######## design 1 ########
==> design_1/congestion.png <==
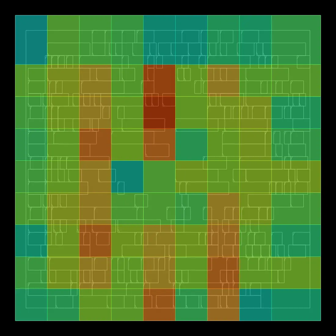
File: src/rtl/lane_arbiter.sv
// Wormhole lane arbiter: drains a multilane FIFO into a one-entry output register,
// round-robin between packets, locked to one lane until that packet's tail flit.
module lane_arbiter #(
  parameter int LANES      = 2,
  parameter int DATA_WIDTH = 32,
  parameter int LANE_BITS  = $clog2(LANES)
) (
  input  logic                  clk,
  input  logic                  reset,
  input  logic [LANES-1:0]      empty,
  input  logic [DATA_WIDTH-1:0] din,
  output logic [LANE_BITS-1:0]  pop_lane,
  output logic                  pop,
  output logic [DATA_WIDTH-1:0] out_data,
  output logic [LANE_BITS-1:0]  out_lane,
  output logic                  out_valid,
  input  logic                  out_ready
);

  typedef enum logic {IDLE, LOCKED} state_t;

  state_t               state;
  logic [LANE_BITS-1:0] lock_lane;
  logic [LANE_BITS-1:0] last_grant;
  logic [LANE_BITS-1:0] rr_pick;
  logic                 space;
  logic                 tail;

  // base + off, wrapped into [0, LANES); off never exceeds LANES
  function automatic logic [LANE_BITS-1:0] lane_add(input logic [LANE_BITS-1:0] base,
                                                    input int off);
    int s;
    s = int'(base) + off;
    if (s >= LANES) s = s - LANES;
    return LANE_BITS'(s);
  endfunction

  // Scan from the farthest candidate back to the nearest so the nearest non-empty lane wins
  always_comb begin
    rr_pick = lane_add(last_grant, 1);
    for (int i = LANES; i >= 1; i--) begin
      if (!empty[lane_add(last_grant, i)]) rr_pick = lane_add(last_grant, i);
    end
  end

  assign space    = !out_valid || out_ready;
  assign pop_lane = (state == LOCKED) ? lock_lane : rr_pick;
  assign pop      = !reset && !empty[pop_lane] && space;
  assign tail     = din[DATA_WIDTH-1];

  always_ff @(posedge clk or posedge reset) begin
    if (reset) begin
      state      <= IDLE;
      last_grant <= LANE_BITS'(LANES - 1);
      lock_lane  <= '0;
      out_valid  <= 1'b0;
      out_data   <= '0;
      out_lane   <= '0;
    end else begin
      if (pop) begin
        out_data  <= din;
        out_lane  <= pop_lane;
        out_valid <= 1'b1;
        case (state)
          IDLE: begin
            if (tail) begin
              last_grant <= pop_lane;
            end else begin
              state     <= LOCKED;
              lock_lane <= pop_lane;
            end
          end
          LOCKED: begin
            if (tail) begin
              state      <= IDLE;
              last_grant <= lock_lane;
            end
          end
          default: state <= IDLE;
        endcase
      end else if (out_ready) begin
        out_valid <= 1'b0;
      end
    end
  end

endmodule

File: config.mk
export PLATFORM = sky130hd
export DESIGN_NAME = lane_arbiter
export DESIGN_NICKNAME = d
export VERILOG_FILES = /design/src/rtl/lane_arbiter.sv
export SDC_FILE = /design/constraint.sdc
export NUM_CORES = 1
export LEC_CHECK = 0
export ABC_AREA = 1
export CAP_MARGIN = 20
export CORE_MARGIN = 2
export CORE_UTILIZATION = 40
export DETAILED_ROUTE_END_ITERATION = 7
export PLACE_DENSITY = 0.85
export SKIP_CTS_REPAIR_TIMING = 1
export SYNTH_ARGS = -nofsm -noshare
export SYNTH_HDL_FRONTEND = slang
export SYNTH_SLANG_ARGS = --single-unit
export TNS_END_PERCENT = 1
File: constraint.sdc
create_clock -name clk -period 2.53 [get_ports clk]
set_input_delay 0.506 -clock clk [delete_from_list [all_inputs] [get_ports clk]]
set_output_delay 0.506 -clock clk [all_outputs]
set_load 0.1 [all_outputs]
==> flow_summary.ini <==
; physical design summary
[setup_path]
worst_r2r_startpoint = last_grant$_DFFE_PP1P_
timing.critical_path.mode_cell = sky130_fd_sc_hd__nand2_2
cp.arrival_ps = 1870

[synth]
yosys.stat.seqShare_pct = 60.7
postSynth.asyncResetShare_pct = 100
synth_area_per_cell_um2 = 8.68
synth_area_mm2 = 0.00153
synth.lib_cells_used.distinct = 15
synth_flop_count = 37

[floorplan]
fp.dieW_um = 65.8
core_util_floorplan_pct = 41.7

[cts]
sinks_on_the_clock_net = 37

[final_layout]
sequential_cell_area_um2 = 927
stdcell_area_mm2 = 0.00228
layout.cells.most_common = sky130_fd_sc_hd__nand2_1
logic_area_um2 = 503

[run_status]
run_status = finished, final reports clean

[min_path]
tightest_hold_check_type = flop to flop

[global_route]
grt_max_degree = 41
grt_most_used_layer = met2
grt_first_pass_wirelength_um = 5360

[route]
detail_route.iter0.violations = 42

[placement]
dp_hpwl_um = 2340

[timing]
timing.clock.skew_ps = 5.48
Notes on design_1/congestion.png above:
Finished Core Util: 62.3%
WL per Instance: 11.1 um


######## design 2 ########
### src/rtl/riscv_timer_if.sv
// Single-cycle request bus between a master and the machine timer.
// A request is valid for one cycle; the slave answers with a one-cycle ack.
interface riscv_timer_if;
    localparam int unsigned XLEN = 32;

    logic            req_i;
    logic            we_i;
    logic [XLEN-1:0] addr_i;
    logic [XLEN-1:0] wdata_i;
    logic [XLEN-1:0] rdata_o;
    logic            ack_o;

    modport master (
        output req_i, we_i, addr_i, wdata_i,
        input  rdata_o, ack_o
    );

    modport slave (
        input  req_i, we_i, addr_i, wdata_i,
        output rdata_o, ack_o
    );
endinterface

### src/rtl/riscv_timer.sv
// RISC-V machine timer: 64-bit mtime with prescaler, 64-bit mtimecmp,
// level interrupt when enabled and mtime >= mtimecmp.
module riscv_timer #(
    parameter logic [63:0] RST_CMP = 64'hFFFF_FFFF_FFFF_FFFF
) (
    input  logic            clk,
    input  logic            rst,
    riscv_timer_if.slave    bus,
    output logic            timer_irq_o
);
    localparam int unsigned XLEN = 32;
    localparam int unsigned TW   = 64;
    localparam int unsigned PW   = 8;

    typedef enum logic [2:0] {
        R_MTIME_LO    = 3'd0,
        R_MTIME_HI    = 3'd1,
        R_MTIMECMP_LO = 3'd2,
        R_MTIMECMP_HI = 3'd3,
        R_CTRL        = 3'd4,
        R_STATUS      = 3'd5
    } reg_e;

    logic [TW-1:0]   mtime, mtime_nxt;
    logic [TW-1:0]   mtimecmp, mtimecmp_nxt;
    logic [XLEN-1:0] hi_shadow, hi_shadow_nxt;
    logic [PW-1:0]   presc_cnt, presc_nxt;
    logic [PW-1:0]   div, div_nxt;
    logic            en, en_nxt;
    logic [XLEN-1:0] rdata_nxt;
    logic            ack_nxt;
    logic            irq_nxt;
    logic            tick;
    logic            wr, rd;
    reg_e            sel;
    logic            unused_addr;

    assign sel         = reg_e'(bus.addr_i[4:2]);
    assign unused_addr = ^{bus.addr_i[XLEN-1:5], bus.addr_i[1:0]};

    // Next-state: prescaler tick first, bus writes override it
    always_comb begin
        mtime_nxt     = mtime;
        mtimecmp_nxt  = mtimecmp;
        hi_shadow_nxt = hi_shadow;
        presc_nxt     = presc_cnt;
        div_nxt       = div;
        en_nxt        = en;
        rdata_nxt     = bus.rdata_o;
        ack_nxt       = bus.req_i;
        irq_nxt       = en && (mtime >= mtimecmp);
        tick          = en && (presc_cnt == div);
        wr            = bus.req_i && bus.we_i;
        rd            = bus.req_i && !bus.we_i;

        if (tick) begin
            mtime_nxt = mtime + TW'(1);
            presc_nxt = '0;
        end else if (en) begin
            presc_nxt = presc_cnt + PW'(1);
        end

        if (wr) begin
            case (sel)
                R_MTIME_LO: begin
                    mtime_nxt = {mtime[TW-1:XLEN], bus.wdata_i};
                    presc_nxt = '0;
                end
                R_MTIME_HI: begin
                    mtime_nxt = {bus.wdata_i, mtime[XLEN-1:0]};
                    presc_nxt = '0;
                end
                R_MTIMECMP_LO: mtimecmp_nxt = {mtimecmp[TW-1:XLEN], bus.wdata_i};
                R_MTIMECMP_HI: mtimecmp_nxt = {bus.wdata_i, mtimecmp[XLEN-1:0]};
                R_CTRL: begin
                    en_nxt    = bus.wdata_i[0];
                    div_nxt   = bus.wdata_i[15:8];
                    presc_nxt = '0;
                end
                default: ;
            endcase
        end

        // The LO read snapshots the high word so a following HI read is coherent
        if (rd) begin
            rdata_nxt = '0;
            case (sel)
                R_MTIME_LO: begin
                    rdata_nxt     = mtime[XLEN-1:0];
                    hi_shadow_nxt = mtime[TW-1:XLEN];
                end
                R_MTIME_HI:    rdata_nxt = hi_shadow;
                R_MTIMECMP_LO: rdata_nxt = mtimecmp[XLEN-1:0];
                R_MTIMECMP_HI: rdata_nxt = mtimecmp[TW-1:XLEN];
                R_CTRL:        rdata_nxt = {16'h0000, div, 7'b0000000, en};
                R_STATUS:      rdata_nxt = {31'h0000_0000, timer_irq_o};
                default:       rdata_nxt = '0;
            endcase
        end
    end

    always_ff @(posedge clk or posedge rst) begin
        if (rst) begin
            mtime       <= '0;
            mtimecmp    <= RST_CMP;
            hi_shadow   <= '0;
            presc_cnt   <= '0;
            div         <= '0;
            en          <= 1'b0;
            bus.rdata_o <= '0;
            bus.ack_o   <= 1'b0;
            timer_irq_o <= 1'b0;
        end else begin
            mtime       <= mtime_nxt;
            mtimecmp    <= mtimecmp_nxt;
            hi_shadow   <= hi_shadow_nxt;
            presc_cnt   <= presc_nxt;
            div         <= div_nxt;
            en          <= en_nxt;
            bus.rdata_o <= rdata_nxt;
            bus.ack_o   <= ack_nxt;
            timer_irq_o <= irq_nxt;
        end
    end
endmodule

### src/flat_wrapper.sv
// flat-port wrapper written by rule: the top's interface ports become plain ports
module riscv_timer_flat 
#(
    parameter logic [63:0] RST_CMP = 64'hFFFF_FFFF_FFFF_FFFF
)
  (clk, rst, timer_irq_o, bus_req_i, bus_we_i, bus_addr_i, bus_wdata_i, bus_rdata_o, bus_ack_o);
  riscv_timer_if bus_i ();
  input  logic clk;
  input  logic rst;
  output logic timer_irq_o;
  input wire logic [$bits(bus_i.req_i)-1:0] bus_req_i;
  input wire logic [$bits(bus_i.we_i)-1:0] bus_we_i;
  input wire logic [$bits(bus_i.addr_i)-1:0] bus_addr_i;
  input wire logic [$bits(bus_i.wdata_i)-1:0] bus_wdata_i;
  output wire logic [$bits(bus_i.rdata_o)-1:0] bus_rdata_o;
  output wire logic [$bits(bus_i.ack_o)-1:0] bus_ack_o;
  assign bus_i.req_i = bus_req_i;
  assign bus_i.we_i = bus_we_i;
  assign bus_i.addr_i = bus_addr_i;
  assign bus_i.wdata_i = bus_wdata_i;
  assign bus_rdata_o = bus_i.rdata_o;
  assign bus_ack_o = bus_i.ack_o;
  riscv_timer #(.RST_CMP(RST_CMP)) u_core (.clk(clk), .rst(rst), .bus(bus_i), .timer_irq_o(timer_irq_o));
endmodule
### config.mk
export PLATFORM = sky130hd
export DESIGN_NAME = riscv_timer_flat
export DESIGN_NICKNAME = d
export VERILOG_FILES = /design/src/rtl/riscv_timer_if.sv /design/src/rtl/riscv_timer.sv /design/src/flat_wrapper.sv
export SDC_FILE = /design/constraint.sdc
export NUM_CORES = 1
export LEC_CHECK = 0
export ABC_AREA = 1
export CORE_ASPECT_RATIO = 0.7
export CORE_MARGIN = 4
export CORE_UTILIZATION = 60
export CTS_CLUSTER_SIZE = 40
export DETAILED_ROUTE_END_ITERATION = 12
export PLACE_DENSITY = 0.84
export SYNTH_ARGS = -nofsm -noshare
export SYNTH_HDL_FRONTEND = slang
export SYNTH_SLANG_ARGS = --single-unit
export TNS_END_PERCENT = 30
### constraint.sdc
create_clock -name clk -period 7.7 [get_ports clk]
set_clock_uncertainty 0.1 [all_clocks]
set_input_delay 0.77 -clock clk [delete_from_list [all_inputs] [get_ports clk]]
set_output_delay 0.77 -clock clk [all_outputs]
set_load 0.01 [all_outputs]
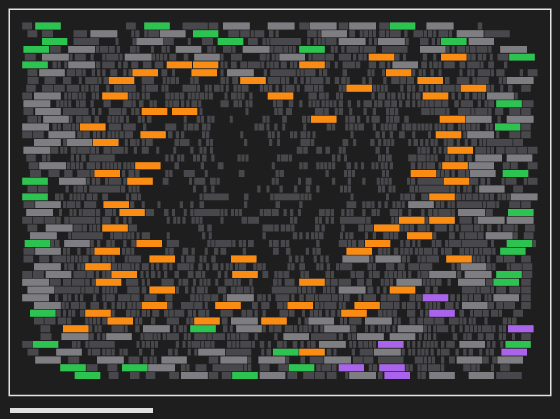
(design_2/flops_by_reg.png)
The bar under the picture is 50 um long. Other sequential cells in the stronger gray, the rest of the logic in the fainter gray.
legend:
  purple:
    signal: u_core.div
    sequential_cells: 8
    where: lower right
  green:
    signal: u_core.bus.rdata_o
    sequential_cells: 32
    where: spread over the die
  orange:
    signal: u_core.mtime
    sequential_cells: 64
    where: spread over the die
not colored: 107

==> flow_summary.ini <==
; physical design summary
[route]
drt_pre_antenna_iters = 6
met2WireLength_um = 19600

[power]
sequential_fraction_of_design_power_pct = 40.4
power_frac_clock_pct = 27.3

[job]
drv_cap = 0
stage_log_warnings = 55

[min_path]
timing.hold.worst_endpoint = u_core.hi_shadow[17]$_DFFE_PP0P_

[final_layout]
sequential_share_of_cell_area_pct = 34.4
num_antenna_cells = 0
inverters = 240

[cts]
ctsLongestPathBuffers = 3

[setup_path]
timing.critical_path.depth = 13
regToRegEndpoint = u_core.mtime[16]$_DFFE_PP0P_
worstPathMaxFanout = 49
worst_r2r_startpoint = u_core.mtime[0]$_DFFE_PP0P_
cp.arrival_ps = 4510
critPathTopFamily = buffers and inverters
crit_path_from = bus_addr_i[2]
max_stage_delay_ps = 730

[synth]
synth.area.mux_share_pct = 3.68
edff_count_synth = 0
yosys.area_share.aoi_pct = 12.2

[global_route]
gr-usage-met3_pct = 10.6
antenna_found_initial = 0
grt.met2_usage_pct = 53.2
grt_first_pass_wirelength_um = 73000

[timing]
post-route-period-util_pct = 54.5
drv_slew = 0
relative_max_transition_margin_pct = 17.8
fmaxAchievable_mhz = 238
min_period_ps = 4190

[run_status]
run_status = finished, final reports clean

[floorplan]
die-area_mm2 = 0.0255


==> notes/layouts.md <==
Pictures saved along the way, in no particular order.

Close-up of the layout.
image #1
The bar under the picture is 10 um long. Region (35, 21) to (60, 46) um. Cells in gray, sequential cells in the stronger gray; small squares are vias.
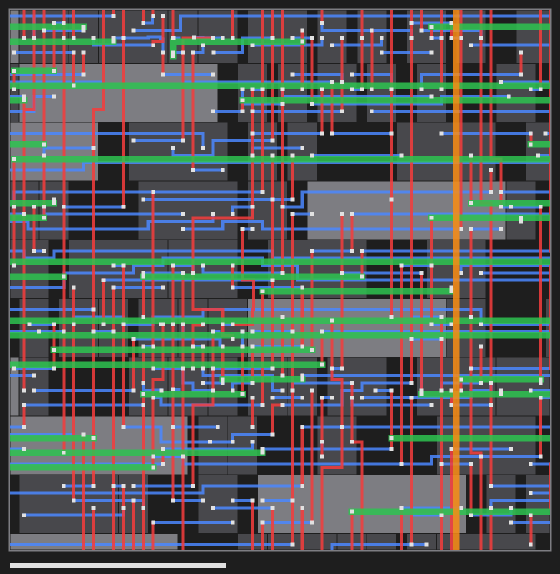
image #2
The bar under the picture is 10 um long. Region (4, 4) to (29, 29) um. Cells in gray, sequential cells in the stronger gray; small squares are vias.
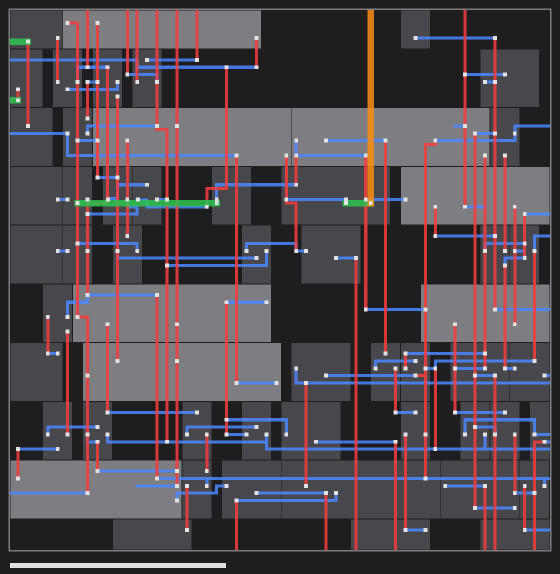
Of these, largest die: image #1
Design 2 is image #1.
Design 1 is image #2.

